# block 1

$ cat config.mk
export PLATFORM = sky130hd
export DESIGN_NAME = ask_demodulator
export DESIGN_NICKNAME = d
export VERILOG_FILES = /design/src/rtl/ask_demodulator.sv
export SDC_FILE = /design/constraint.sdc
export NUM_CORES = 1
export LEC_CHECK = 0
export CAP_MARGIN = 20
export CELL_PAD_IN_SITES_DETAIL_PLACEMENT = 1
export CELL_PAD_IN_SITES_GLOBAL_PLACEMENT = 2
export CORE_ASPECT_RATIO = 0.7
export CORE_MARGIN = 2
export CORE_UTILIZATION = 29
export DETAILED_ROUTE_END_ITERATION = 12
export GPL_TIMING_DRIVEN = 1
export PLACE_DENSITY_LB_ADDON = 0.1
export RECOVER_POWER = 100
export SETUP_SLACK_MARGIN = 0.1
export SLEW_MARGIN = 20
export SYNTH_ARGS = -nofsm -noshare
export SYNTH_HDL_FRONTEND = slang
export SYNTH_SLANG_ARGS = --single-unit
$ cat constraint.sdc
create_clock -name clk -period 4.7 [get_ports clk]
set_input_delay 0.94 -clock clk [delete_from_list [all_inputs] [get_ports clk]]
set_output_delay 0.94 -clock clk [all_outputs]
set_load 0.05 [all_outputs]
$ cat src/rtl/ask_demodulator.sv
// Non-coherent ASK demodulator: rectify about DC, integrate per symbol window,
// threshold to one bit. Ports: sample stream in, bit/energy/sat/count/locked out.
module ask_demodulator #(
  parameter int DC_LEVEL        = 10000,
  parameter int SAMPLES_PER_BIT = 64,
  parameter int THRESHOLD       = 200000,
  parameter int ACC_W           = 22
) (
  input  logic             clk,
  input  logic             rst_n,
  input  logic [15:0]      sample_in,
  input  logic             sample_valid,
  input  logic             sync,
  output logic             bit_out,
  output logic             bit_valid,
  output logic [ACC_W-1:0] energy_out,
  output logic             sat,
  output logic [15:0]      symbol_count,
  output logic             locked
);

  localparam int CNT_W = $clog2(SAMPLES_PER_BIT);
  localparam logic [CNT_W-1:0] LAST = CNT_W'(SAMPLES_PER_BIT - 1);
  localparam logic [ACC_W-1:0] TH   = ACC_W'(THRESHOLD);
  localparam logic [15:0]      DC   = 16'(DC_LEVEL);

  typedef enum logic {IDLE, RUN} state_t;

  state_t           state_q, state_d;
  logic [ACC_W-1:0] acc_q, acc_d;
  logic [CNT_W-1:0] cnt_q, cnt_d;
  logic             wsat_q, wsat_d;
  logic             bit_q, bit_d;
  logic             vld_q, vld_d;
  logic [ACC_W-1:0] nrg_q, nrg_d;
  logic             sat_q, sat_d;
  logic [15:0]      sym_q, sym_d;

  logic [15:0]      diff;
  logic [ACC_W-1:0] base_acc;
  logic [CNT_W-1:0] base_cnt;
  logic             base_sat;
  logic [ACC_W:0]   sum;
  logic [ACC_W-1:0] acc_nxt;
  logic             sat_nxt;
  logic             take;

  assign diff = (sample_in >= DC) ? sample_in - DC : DC - sample_in;

  always_comb begin
    state_d = state_q;
    acc_d   = acc_q;
    cnt_d   = cnt_q;
    wsat_d  = wsat_q;
    bit_d   = bit_q;
    vld_d   = 1'b0;
    nrg_d   = nrg_q;
    sat_d   = sat_q;
    sym_d   = sym_q;

    // sync drops any partial window before the coincident sample is added
    base_acc = sync ? '0 : acc_q;
    base_cnt = sync ? '0 : cnt_q;
    base_sat = sync ? 1'b0 : wsat_q;

    sum     = {1'b0, base_acc} + {{(ACC_W-15){1'b0}}, diff};
    acc_nxt = sum[ACC_W] ? '1 : sum[ACC_W-1:0];
    sat_nxt = base_sat | sum[ACC_W];
    take    = sample_valid && ((state_q == RUN) || sync);

    if (sync) begin
      state_d = RUN;
      acc_d   = base_acc;
      cnt_d   = base_cnt;
      wsat_d  = base_sat;
    end

    if (take) begin
      if (!sync && (base_cnt == LAST)) begin
        bit_d  = acc_nxt > TH;
        nrg_d  = acc_nxt;
        sat_d  = sat_nxt;
        vld_d  = 1'b1;
        sym_d  = sym_q + 16'd1;
        acc_d  = '0;
        cnt_d  = '0;
        wsat_d = 1'b0;
      end else begin
        acc_d  = acc_nxt;
        cnt_d  = base_cnt + CNT_W'(1);
        wsat_d = sat_nxt;
      end
    end
  end

  always_ff @(posedge clk) begin
    if (!rst_n) begin
      state_q <= IDLE;
      acc_q   <= '0;
      cnt_q   <= '0;
      wsat_q  <= 1'b0;
      bit_q   <= 1'b0;
      vld_q   <= 1'b0;
      nrg_q   <= '0;
      sat_q   <= 1'b0;
      sym_q   <= '0;
    end else begin
      state_q <= state_d;
      acc_q   <= acc_d;
      cnt_q   <= cnt_d;
      wsat_q  <= wsat_d;
      bit_q   <= bit_d;
      vld_q   <= vld_d;
      nrg_q   <= nrg_d;
      sat_q   <= sat_d;
      sym_q   <= sym_d;
    end
  end

  assign bit_out      = bit_q;
  assign bit_valid    = vld_q;
  assign energy_out   = nrg_q;
  assign sat          = sat_q;
  assign symbol_count = sym_q;
  assign locked       = (state_q == RUN);

endmodule
# block 2

`config.mk`:
```
export PLATFORM = sky130hd
export DESIGN_NAME = plate_controller
export DESIGN_NICKNAME = d
export VERILOG_FILES = /design/src/rtl/plate_controller.sv
export SDC_FILE = /design/constraint.sdc
export NUM_CORES = 1
export LEC_CHECK = 0
export ABC_AREA = 1
export CORE_AREA = 8 8 53 77
export CTS_CLUSTER_DIAMETER = 100
export DETAILED_ROUTE_END_ITERATION = 8
export DIE_AREA = 0 0 61 85
export PLACE_DENSITY_LB_ADDON = 0.3
export SLEW_MARGIN = 20
export SYNTH_ARGS = -nofsm -noshare
export SYNTH_HDL_FRONTEND = slang
export SYNTH_SLANG_ARGS = --single-unit
```
`constraint.sdc`:
```
create_clock -name clock -period 1.6 [get_ports clock]
set_input_delay 0.32 -clock clock [delete_from_list [all_inputs] [get_ports clock]]
set_output_delay 0.32 -clock clock [all_outputs]
set_load 0.03 [all_outputs]
```
`src/rtl/plate_controller.sv`:
```
// Button sequencer for the plate paddle: synchronizes and debounces the buttons, then issues
// tick-aligned single-cycle move codes with hold-to-repeat and step boost.
module plate_controller #(
  parameter int unsigned DEBOUNCE_CYCLES = 4,
  parameter int unsigned REPEAT_DELAY    = 8,
  parameter int unsigned REPEAT_PERIOD   = 3,
  parameter int unsigned BOOST_AFTER     = 4
) (
  input  logic       clock,
  input  logic       reset,
  input  logic       tick,
  input  logic       enable,
  input  logic       btn_left,
  input  logic       btn_right,
  input  logic       btn_fast,
  output logic [3:0] control,
  output logic       moving
);

  localparam int unsigned TMax = (REPEAT_DELAY > REPEAT_PERIOD) ? REPEAT_DELAY : REPEAT_PERIOD;
  localparam int unsigned TW   = $clog2(TMax + 1);
  localparam int unsigned RW   = $clog2(BOOST_AFTER + 1);
  localparam int unsigned DW   = $clog2(DEBOUNCE_CYCLES + 1);

  typedef enum logic [1:0] {StIdle, StFirst, StDelay, StRepeat} state_e;
  typedef enum logic [1:0] {DirNone = 2'b00, DirRight = 2'b01, DirLeft = 2'b10} dir_e;

  // Bit 0 = left, bit 1 = right, bit 2 = fast.
  logic [2:0]    w_raw;
  logic [2:0]    r_sync1, r_sync2, r_db;
  logic [DW-1:0] r_dbcnt [3];

  state_e        r_state, w_state_d;
  dir_e          r_dir, w_dir_d, w_req;
  logic [TW-1:0] r_tcnt, w_tcnt_d, w_tcnt_inc;
  logic [RW-1:0] r_rcnt, w_rcnt_d;
  logic [3:0]    r_control, w_control_d;
  logic          r_moving;
  logic          w_move, w_abort, w_step2;

  assign w_raw = {btn_fast, btn_right, btn_left};

  always_ff @(posedge clock or posedge reset) begin
    if (reset) begin
      r_sync1 <= '0;
      r_sync2 <= '0;
      r_db    <= '0;
      for (int i = 0; i < 3; i++) r_dbcnt[i] <= '0;
    end else begin
      r_sync1 <= w_raw;
      r_sync2 <= r_sync1;
      for (int i = 0; i < 3; i++) begin
        if (r_sync2[i] == r_db[i]) begin
          r_dbcnt[i] <= '0;
        end else if (r_dbcnt[i] == DW'(DEBOUNCE_CYCLES - 1)) begin
          r_db[i]    <= r_sync2[i];
          r_dbcnt[i] <= '0;
        end else begin
          r_dbcnt[i] <= r_dbcnt[i] + DW'(1);
        end
      end
    end
  end

  always_comb begin
    w_req = DirNone;
    if (r_db[0] && !r_db[1]) w_req = DirLeft;
    else if (r_db[1] && !r_db[0]) w_req = DirRight;
  end

  assign w_tcnt_inc = r_tcnt + TW'(1);

  // State register
  always_ff @(posedge clock or posedge reset) begin
    if (reset) begin
      r_state   <= StIdle;
      r_dir     <= DirNone;
      r_tcnt    <= '0;
      r_rcnt    <= '0;
      r_control <= 4'b1111;
      r_moving  <= 1'b0;
    end else begin
      r_state   <= w_state_d;
      r_dir     <= w_dir_d;
      r_tcnt    <= w_tcnt_d;
      r_rcnt    <= w_rcnt_d;
      r_control <= w_control_d;
      r_moving  <= (w_state_d != StIdle);
    end
  end

  // Next-state logic; abort outranks any tick in the same cycle.
  always_comb begin
    w_state_d = r_state;
    w_dir_d   = r_dir;
    w_tcnt_d  = r_tcnt;
    w_rcnt_d  = r_rcnt;
    w_move    = 1'b0;
    w_abort   = (r_state != StIdle) && (!enable || (w_req != r_dir));
    if (w_abort) begin
      w_state_d = StIdle;
      w_tcnt_d  = '0;
      w_rcnt_d  = '0;
    end else begin
      unique case (r_state)
        StIdle: begin
          w_tcnt_d = '0;
          w_rcnt_d = '0;
          if (enable && (w_req != DirNone)) begin
            w_dir_d   = w_req;
            w_state_d = StFirst;
          end
        end
        StFirst: begin
          if (tick) begin
            w_move    = 1'b1;
            w_tcnt_d  = '0;
            w_rcnt_d  = '0;
            w_state_d = StDelay;
          end
        end
        StDelay: begin
          if (tick) begin
            if (w_tcnt_inc == TW'(REPEAT_DELAY)) begin
              w_move    = 1'b1;
              w_tcnt_d  = '0;
              w_rcnt_d  = RW'(1);
              w_state_d = StRepeat;
            end else begin
              w_tcnt_d = w_tcnt_inc;
            end
          end
        end
        StRepeat: begin
          if (tick) begin
            if (w_tcnt_inc == TW'(REPEAT_PERIOD)) begin
              w_move   = 1'b1;
              w_tcnt_d = '0;
              w_rcnt_d = (r_rcnt == RW'(BOOST_AFTER)) ? r_rcnt : r_rcnt + RW'(1);
            end else begin
              w_tcnt_d = w_tcnt_inc;
            end
          end
        end
        default: w_state_d = StIdle;
      endcase
    end
  end

  // Output logic; step size uses the repeat count belonging to this move.
  always_comb begin
    w_step2     = r_db[2] || (w_rcnt_d >= RW'(BOOST_AFTER));
    w_control_d = 4'b1111;
    if (w_move) begin
      if (r_dir == DirLeft) w_control_d = w_step2 ? 4'b0110 : 4'b0100;
      else                  w_control_d = w_step2 ? 4'b0011 : 4'b0001;
    end
  end

  assign control = r_control;
  assign moving  = r_moving;

endmodule

```

==> gallery <==
Metal layers overlaid.
Plate I
Bar = 50 um.
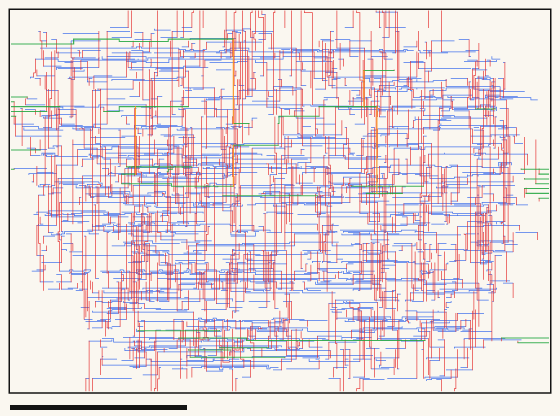
Plate II
Bar = 20 um.
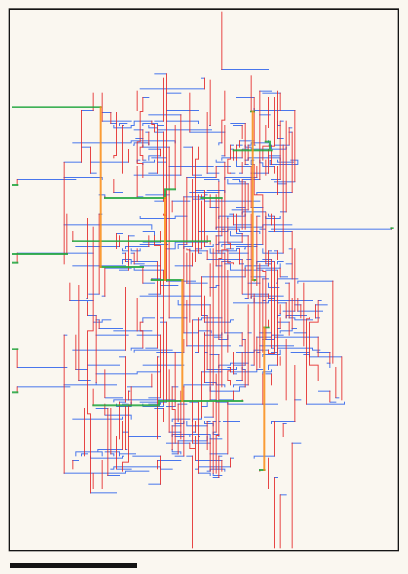
Plate I comes from block 1.
Plate II comes from block 2.
- largest die: Plate I

Key to Plate II:
legend:
  M2:
    color: red
    wire_length: 1680 um
  M4:
    color: orange
    wire_length: 106 um
  M3:
    color: green
    wire_length: 108 um
  M1:
    color: blue
    wire_length: 1170 um

Fig. 1: block 1, clock wires, drivers and flops
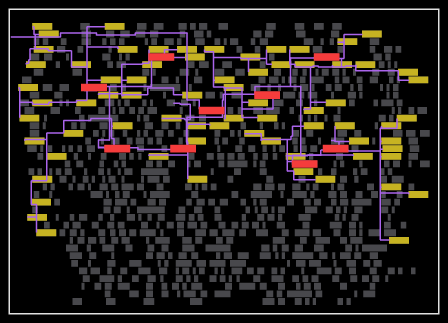
legend:
  flip-flops:
    color: yellow
    count: 71
  clock-net drivers:
    color: red
    count: 9
  clock wires:
    color: purple
    length: 1080 um
routed clock nets: 10

==> results.cfg, block 1 <==
; flow metrics
[outcome]
outcome = finished clean

[synthesis]
yosysCellCount = 553
syn-cell-area_um2 = 4470

[cells_and_area]
layout_top_cell = buf_4
nMultiInputCombCells = 442
nFlopsAndLatches = 71

[floorplanning]
die_y_um = 108

[run]
warnings = 28

[critical_path]
endpoint_kind = flop
cp_common_cell = o22ai_1

[worst_hold_path]
hp-start = energy_out[18]
worstHoldPathType = reg -> reg

[drt]
wl_per_cell_um = 16.3
drt-total-wl_um = 15100

[grt]
antenna_found_initial = 0
-- block 1: report_power, final --
| group | internal, W | switching (W) | total (W) |
|---|---|---|---|
| Clock | 0.000509 | 0.000270 | 0.000779 |
| Combinational | 0.000210 | 0.000221 | 0.000431 |
| Sequential | 0.000613 | 0.00000274 | 0.000616 |
-- block 1: state kept, by name, indices dropped and copies added (netlist names) --
name,cells
cnt_q,6
bit_valid,1
sat,1
energy_out,22
acc_q,22
symbol_count,16
bit_out,1
wsat_q,1
locked,1
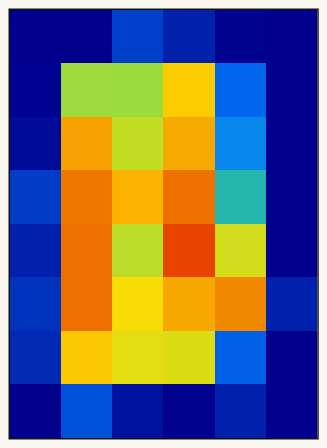
Fig. 2. Placement density heat map (block 2).
6 x 8 tiles, from dark blue (low) to red (high), 0 to 100% covered.
emptiest ninth of the die: upper right
tiles over 75% full: 25%
mean over tiles: 37%

==> results.cfg, block 2 <==
; flow metrics
[floorplanning]
ios = 12
core-area_um2 = 3030
initCoreUtil_pct = 53.5

[synthesis]
xor_area_share_pct = 2.70
top_area_share_pct = 46.3
mux_area_share_pct = 0
top_cells_by_count = 30 x dfrtp_1, 28 x nand2_1, 27 x inv_1, 11 x nand3_1

[cells_and_area]
nFillCells = 260
signal_buffers = 19

[outcome]
outcome = finished clean

[grt]
grt-ovfl-total = 0

[drt]
wl_met3_um = 108

[power]
clock_power_w = 0.000621

[run]
warnings = 30

[sta]
hold_slack_ps = 358
-- block 2: worst paths after layout --
path	startpoint	endpoint	depth (start not counted)	slack, ps
setup / recovery	control[1]	control[1]	1	60
hold / removal	r_sync1[1]	r_sync2[1]	0	360
setup reg to reg	r_tcnt[0]	r_tcnt[0]	8	80
hold reg to reg	r_sync1[1]	r_sync2[1]	0	360
max in group asynchronous	reset	control[3]	3	960
min in group asynchronous	reset	r_state[0]	3	390

# block 3

==> src/rtl/lsu_pkg.sv <==
// Shared types and helpers for the RV32I load/store unit.
//   F3_*          funct3 encodings accepted by the unit
//   state_t       controller state encoding
//   lsu_req_t     request payload held for the duration of one access
//   is_split()    access straddles a word boundary and needs two word accesses
//   is_illegal()  funct3/direction combination that is rejected without a memory access
package lsu_pkg;

    localparam int unsigned DATA_W = 32;

    localparam logic [2:0] F3_B  = 3'b000;
    localparam logic [2:0] F3_H  = 3'b001;
    localparam logic [2:0] F3_W  = 3'b010;
    localparam logic [2:0] F3_BU = 3'b100;
    localparam logic [2:0] F3_HU = 3'b101;

    localparam logic [1:0] ST_IDLE_ENC = 2'd0;
    localparam logic [1:0] ST_ACC0_ENC = 2'd1;
    localparam logic [1:0] ST_ACC1_ENC = 2'd2;
    localparam logic [1:0] ST_RESP_ENC = 2'd3;

    typedef enum logic [1:0] {
        ST_IDLE = ST_IDLE_ENC,
        ST_ACC0 = ST_ACC0_ENC,
        ST_ACC1 = ST_ACC1_ENC,
        ST_RESP = ST_RESP_ENC
    } state_t;

    typedef struct packed {
        logic              we;
        logic [2:0]        funct3;
        logic [1:0]        k;
        logic [DATA_W-1:0] wdata;
    } lsu_req_t;

    // Halfwords only straddle at offset 3; words at any nonzero offset.
    function automatic logic is_split(input logic [2:0] funct3, input logic [1:0] k);
        logic split;
        split = 1'b0;
        case (funct3)
            F3_H, F3_HU: split = (k == 2'd3);
            F3_W:        split = (k != 2'd0);
            default:     split = 1'b0;
        endcase
        return split;
    endfunction

    // Unsigned variants exist only for loads.
    function automatic logic is_illegal(input logic we, input logic [2:0] funct3);
        logic bad;
        bad = 1'b1;
        case (funct3)
            F3_B, F3_H, F3_W: bad = 1'b0;
            F3_BU, F3_HU:     bad = we;
            default:          bad = 1'b1;
        endcase
        return bad;
    endfunction

endpackage

==> src/rtl/lsu_if.sv <==
// Bundle of the execute-side request/response and the data_memory port.
//   slave  : view of the load/store unit (takes requests, drives memory)
//   master : view of the environment (issues requests, supplies mem_q)
interface lsu_if #(
    parameter int unsigned ADDR_W = 10
);
    logic              req_valid;
    logic              req_ready;
    logic              req_we;
    logic [2:0]        req_funct3;
    logic [31:0]       req_addr;
    logic [31:0]       req_wdata;
    logic              rsp_valid;
    logic [31:0]       rsp_rdata;
    logic              rsp_err;
    logic [ADDR_W-1:0] mem_address;
    logic [3:0]        mem_byteena;
    logic [31:0]       mem_data;
    logic              mem_wren;
    logic [31:0]       mem_q;

    modport slave (
        input  req_valid, req_we, req_funct3, req_addr, req_wdata, mem_q,
        output req_ready, rsp_valid, rsp_rdata, rsp_err,
               mem_address, mem_byteena, mem_data, mem_wren
    );

    modport master (
        output req_valid, req_we, req_funct3, req_addr, req_wdata, mem_q,
        input  req_ready, rsp_valid, rsp_rdata, rsp_err,
               mem_address, mem_byteena, mem_data, mem_wren
    );
endinterface

==> src/rtl/lsu_byte_lane.sv <==
// Combinational lane steering for one load/store access.
//   funct3, k       access size/sign and byte offset within the low word
//   wdata           LSB-aligned store data
//   lo, hi          low and high memory words as seen by the load
//   be_lo/be_hi     byte enables for the low/high word access
//   data_lo/data_hi lane-shifted store data for the low/high word access
//   rdata           extracted and extended load data
module lsu_byte_lane
    import lsu_pkg::*;
(
    input  logic [2:0]  funct3,
    input  logic [1:0]  k,
    input  logic [31:0] wdata,
    input  logic [31:0] lo,
    input  logic [31:0] hi,
    output logic [3:0]  be_lo,
    output logic [3:0]  be_hi,
    output logic [31:0] data_lo,
    output logic [31:0] data_hi,
    output logic [31:0] rdata
);

    logic [3:0]  base;
    logic [7:0]  mask;
    logic [5:0]  shamt;
    logic [63:0] wide_w;
    logic [31:0] wide_r;

    // A size mask shifted across an 8-lane window: the upper nibble is what spills into the next word.
    always_comb begin
        base = 4'b0001;
        case (funct3[1:0])
            2'b01:   base = 4'b0011;
            2'b10:   base = 4'b1111;
            default: base = 4'b0001;
        endcase
        shamt   = {k, 3'b000};
        mask    = {4'b0000, base} << k;
        be_lo   = mask[3:0];
        be_hi   = mask[7:4];
        wide_w  = {32'd0, wdata} << shamt;
        data_lo = wide_w[31:0];
        data_hi = wide_w[63:32];
    end

    // Load extract: shift the 64-bit {hi,lo} window down by the byte offset, then extend.
    always_comb begin
        wide_r = 32'({hi, lo} >> shamt);
        rdata  = '0;
        case (funct3)
            F3_B:    rdata = {{24{wide_r[7]}}, wide_r[7:0]};
            F3_BU:   rdata = {24'd0, wide_r[7:0]};
            F3_H:    rdata = {{16{wide_r[15]}}, wide_r[15:0]};
            F3_HU:   rdata = {16'd0, wide_r[15:0]};
            F3_W:    rdata = wide_r;
            default: rdata = '0;
        endcase
    end

endmodule

==> src/rtl/load_store_unit.sv <==
// RV32I load/store initiator in front of data_memory.
//   clock, reset : rising-edge clock, synchronous active-high reset
//   bus (slave)  : req_* / rsp_* handshake with the execute stage and the
//                  mem_* word port (mem_q valid the cycle after mem_address)
// One request in flight; misaligned accesses become two word accesses.
module load_store_unit
    import lsu_pkg::*;
#(
    parameter int unsigned ADDR_W = 10
)(
    input  logic clock,
    input  logic reset,
    lsu_if.slave bus
);

    state_t            state;
    state_t            state_nxt;
    lsu_req_t          req_q;
    logic [ADDR_W-1:0] word_q;
    logic              err_q;
    logic [31:0]       lo_buf;

    logic              accept;
    logic              split;
    logic              wren_raw;
    logic              ready;
    logic              rsp_valid;
    logic              rsp_err;
    logic [31:0]       rsp_rdata;
    logic [ADDR_W-1:0] mem_address;
    logic [3:0]        mem_byteena;
    logic [31:0]       mem_data;

    logic [3:0]        be_lo;
    logic [3:0]        be_hi;
    logic [31:0]       data_lo;
    logic [31:0]       data_hi;
    logic [31:0]       lane_lo;
    logic [31:0]       lane_rdata;

    // Byte address bits above the data_memory range are don't-care.
    logic unused_addr_hi;
    assign unused_addr_hi = ^bus.req_addr[31:ADDR_W+2];

    assign accept = bus.req_valid && (state == ST_IDLE);
    assign split  = is_split(req_q.funct3, req_q.k);

    // A split load sees the low word in lo_buf and the high word live on mem_q.
    assign lane_lo = split ? lo_buf : bus.mem_q;

    lsu_byte_lane u_lane (
        .funct3  (req_q.funct3),
        .k       (req_q.k),
        .wdata   (req_q.wdata),
        .lo      (lane_lo),
        .hi      (bus.mem_q),
        .be_lo   (be_lo),
        .be_hi   (be_hi),
        .data_lo (data_lo),
        .data_hi (data_hi),
        .rdata   (lane_rdata)
    );

    // State register.
    always_ff @(posedge clock) begin
        if (reset) begin
            state <= ST_IDLE;
        end else begin
            state <= state_nxt;
        end
    end

    // Request capture on acceptance and low-word buffering during the second access.
    always_ff @(posedge clock) begin
        if (reset) begin
            req_q  <= '0;
            word_q <= '0;
            err_q  <= 1'b0;
            lo_buf <= '0;
        end else begin
            if (accept) begin
                req_q.we     <= bus.req_we;
                req_q.funct3 <= bus.req_funct3;
                req_q.k      <= bus.req_addr[1:0];
                req_q.wdata  <= bus.req_wdata;
                word_q       <= bus.req_addr[ADDR_W+1:2];
                err_q        <= is_illegal(bus.req_we, bus.req_funct3);
            end
            if (state == ST_ACC1) begin
                lo_buf <= bus.mem_q;
            end
        end
    end

    // Next-state and outputs; memory outputs depend only on registered state.
    always_comb begin
        state_nxt   = state;
        ready       = 1'b0;
        rsp_valid   = 1'b0;
        rsp_err     = 1'b0;
        rsp_rdata   = '0;
        mem_address = '0;
        mem_byteena = '0;
        mem_data    = '0;
        wren_raw    = 1'b0;
        case (state)
            ST_IDLE: begin
                ready = 1'b1;
                if (bus.req_valid) begin
                    state_nxt = is_illegal(bus.req_we, bus.req_funct3) ? ST_RESP : ST_ACC0;
                end
            end
            ST_ACC0: begin
                mem_address = word_q;
                mem_byteena = be_lo;
                mem_data    = data_lo;
                wren_raw    = req_q.we;
                state_nxt   = split ? ST_ACC1 : ST_RESP;
            end
            ST_ACC1: begin
                mem_address = ADDR_W'(word_q + 1'b1);
                mem_byteena = be_hi;
                mem_data    = data_hi;
                wren_raw    = req_q.we;
                state_nxt   = ST_RESP;
            end
            ST_RESP: begin
                rsp_valid = 1'b1;
                rsp_err   = err_q;
                rsp_rdata = (err_q || req_q.we) ? '0 : lane_rdata;
                state_nxt = ST_IDLE;
            end
            default: state_nxt = ST_IDLE;
        endcase
    end

    assign bus.req_ready   = ready;
    assign bus.rsp_valid   = rsp_valid;
    assign bus.rsp_err     = rsp_err;
    assign bus.rsp_rdata   = rsp_rdata;
    assign bus.mem_address = mem_address;
    assign bus.mem_byteena = mem_byteena;
    assign bus.mem_data    = mem_data;
    // Reset blocks a write even in the middle of an access.
    assign bus.mem_wren    = wren_raw && !reset;

endmodule

==> src/flat_wrapper.sv <==
// flat-port wrapper written by rule: the top's interface ports become plain ports
module load_store_unit_flat import lsu_pkg::*;
#(
    parameter int unsigned ADDR_W = 10
)
  (clock, reset, bus_req_valid, bus_req_we, bus_req_funct3, bus_req_addr, bus_req_wdata, bus_mem_q, bus_req_ready, bus_rsp_valid, bus_rsp_rdata, bus_rsp_err, bus_mem_address, bus_mem_byteena, bus_mem_data, bus_mem_wren);
  lsu_if #(.ADDR_W(ADDR_W)) bus_i ();
  input  logic clock;
  input  logic reset;
  input wire logic [$bits(bus_i.req_valid)-1:0] bus_req_valid;
  input wire logic [$bits(bus_i.req_we)-1:0] bus_req_we;
  input wire logic [$bits(bus_i.req_funct3)-1:0] bus_req_funct3;
  input wire logic [$bits(bus_i.req_addr)-1:0] bus_req_addr;
  input wire logic [$bits(bus_i.req_wdata)-1:0] bus_req_wdata;
  input wire logic [$bits(bus_i.mem_q)-1:0] bus_mem_q;
  output wire logic [$bits(bus_i.req_ready)-1:0] bus_req_ready;
  output wire logic [$bits(bus_i.rsp_valid)-1:0] bus_rsp_valid;
  output wire logic [$bits(bus_i.rsp_rdata)-1:0] bus_rsp_rdata;
  output wire logic [$bits(bus_i.rsp_err)-1:0] bus_rsp_err;
  output wire logic [$bits(bus_i.mem_address)-1:0] bus_mem_address;
  output wire logic [$bits(bus_i.mem_byteena)-1:0] bus_mem_byteena;
  output wire logic [$bits(bus_i.mem_data)-1:0] bus_mem_data;
  output wire logic [$bits(bus_i.mem_wren)-1:0] bus_mem_wren;
  assign bus_i.req_valid = bus_req_valid;
  assign bus_i.req_we = bus_req_we;
  assign bus_i.req_funct3 = bus_req_funct3;
  assign bus_i.req_addr = bus_req_addr;
  assign bus_i.req_wdata = bus_req_wdata;
  assign bus_i.mem_q = bus_mem_q;
  assign bus_req_ready = bus_i.req_ready;
  assign bus_rsp_valid = bus_i.rsp_valid;
  assign bus_rsp_rdata = bus_i.rsp_rdata;
  assign bus_rsp_err = bus_i.rsp_err;
  assign bus_mem_address = bus_i.mem_address;
  assign bus_mem_byteena = bus_i.mem_byteena;
  assign bus_mem_data = bus_i.mem_data;
  assign bus_mem_wren = bus_i.mem_wren;
  load_store_unit #(.ADDR_W(ADDR_W)) u_core (.clock(clock), .reset(reset), .bus(bus_i));
endmodule
==> config.mk <==
export PLATFORM = sky130hd
export DESIGN_NAME = load_store_unit_flat
export DESIGN_NICKNAME = d
export VERILOG_FILES = /design/src/rtl/lsu_pkg.sv /design/src/rtl/lsu_if.sv /design/src/rtl/lsu_byte_lane.sv /design/src/rtl/load_store_unit.sv /design/src/flat_wrapper.sv
export SDC_FILE = /design/constraint.sdc
export NUM_CORES = 1
export LEC_CHECK = 0
export CORE_ASPECT_RATIO = 1.25
export CORE_MARGIN = 2
export CORE_UTILIZATION = 35
export DETAILED_ROUTE_END_ITERATION = 10
export GPL_TIMING_DRIVEN = 0
export HOLD_SLACK_MARGIN = 0.06
export MAX_ROUTING_LAYER = met4
export PLACE_DENSITY = 0.68
export SLEW_MARGIN = 20
export SYNTH_ARGS = -nofsm -noshare
export SYNTH_HDL_FRONTEND = slang
export SYNTH_HIERARCHICAL = 1
export SYNTH_SLANG_ARGS = --single-unit
==> constraint.sdc <==
create_clock -name clock -period 5.37 [get_ports clock]
set_clock_uncertainty 0.2 [all_clocks]
set_input_delay 0.537 -clock clock [delete_from_list [all_inputs] [get_ports clock]]
set_output_delay 0.537 -clock clock [all_outputs]
set_load 0.1 [all_outputs]
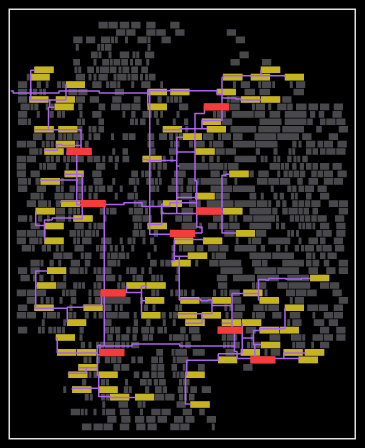
Fig. 3. Clock wires, drivers and flops (block 3).
legend:
  clock-net drivers:
    color: red
    count: 9
  flip-flops:
    color: yellow
    count: 83
  clock wires:
    color: purple
    length: 1210 um
flops lie: widely spread
routed clock nets: 10

==> results.cfg <==
; flow metrics
[critical_path]
cp.required_ps = 4630
startpoint_type = flop
path_delay_family = buffers and inverters
r2r-start = u_core/state[0]
endpoint = bus_rsp_rdata[19]

[synthesis]
yosysChipArea_um2 = 6510
mux_area_share_pct = 27.0
top_area_share_pct = 25.5
compound_area_share_pct = 13.4
top_cells_by_count = 141 x nand2_1, 94 x nor2_1, 83 x dfxtp_1, 65 x mux2i_1, 56 x a21oi_1

[sta]
hold_slack_ps = 270

[cells_and_area]
signal_buffers = 244
clkbuf_count = 10
fin_nets = 1098

[grt]
use_met2_pct = 39.4
grt_use_total_pct = 23.1
gr-max-usage-layer = met2
grt-ovfl-total = 0
grt_pass1_vias = 6316
grt_max_degree = 14

[drt]
vias = 6575
wl_per_cell_um = 18.6
wl_met1_um = 9480
drt_iter0_drc = 457

[clocking]
clk_root_buffer_cell = clkbuf_16
cts_made_buffers = 9
insertion_delay_ps = 350
ctsResizeCount = 0
cts_tree = built
htreeDepth = 3

[outcome]
outcome = finished clean

[place]
dpl.hpwl_um = 17300
pre_cts_slack_ps = 936

[worst_hold_path]
hp-start = u_core/req_q[9]
worstHoldPathType = reg -> reg

[run]
cap_violations = 0

[power]
power_w = 0.00359
p_switching_w = 0.00179

[floorplanning]
die_w_um = 126
## registers in the layout (all words and copies together) (netlist names)
signal,cells
u_core/req_q,38
u_core/word_q,10
u_core/state,2
u_core/err_q,1
u_core/lo_buf,32
## power groups by stage
stage                     Combinational [W]  Sequential [W]  Clock [W]
after floorplan                     0.00152        0.000812          0
after global placement              0.00206        0.000846          0
after detailed placement            0.00207        0.000850          0
after CTS                           0.00208        0.000837   0.000671
after global routing                0.00222        0.000855   0.000694
final                               0.00209        0.000839   0.000659


==> notes/layouts.md <==
Pictures saved along the way, in no particular order.

Routing congestion map.
(a)
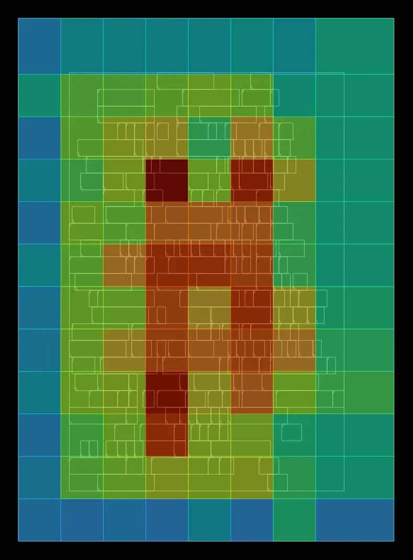
(b)
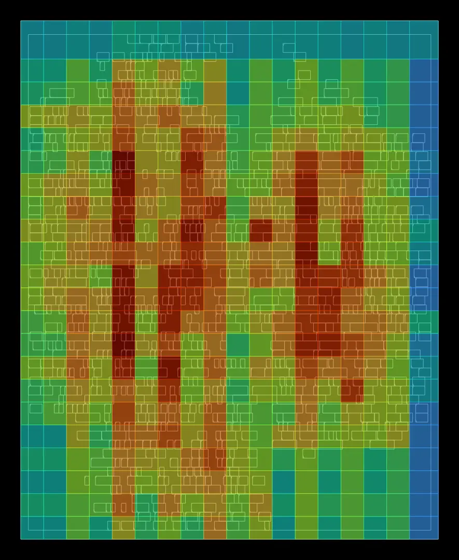
(c)
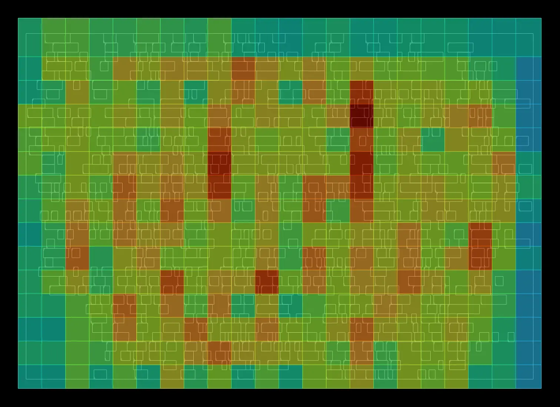
block 1 -> (c)
block 3 -> (b)
block 2 -> (a)
Of these, highest utilization: (a)
Of these, lowest track usage: (a)

Power and IR drop assume default switching activity.
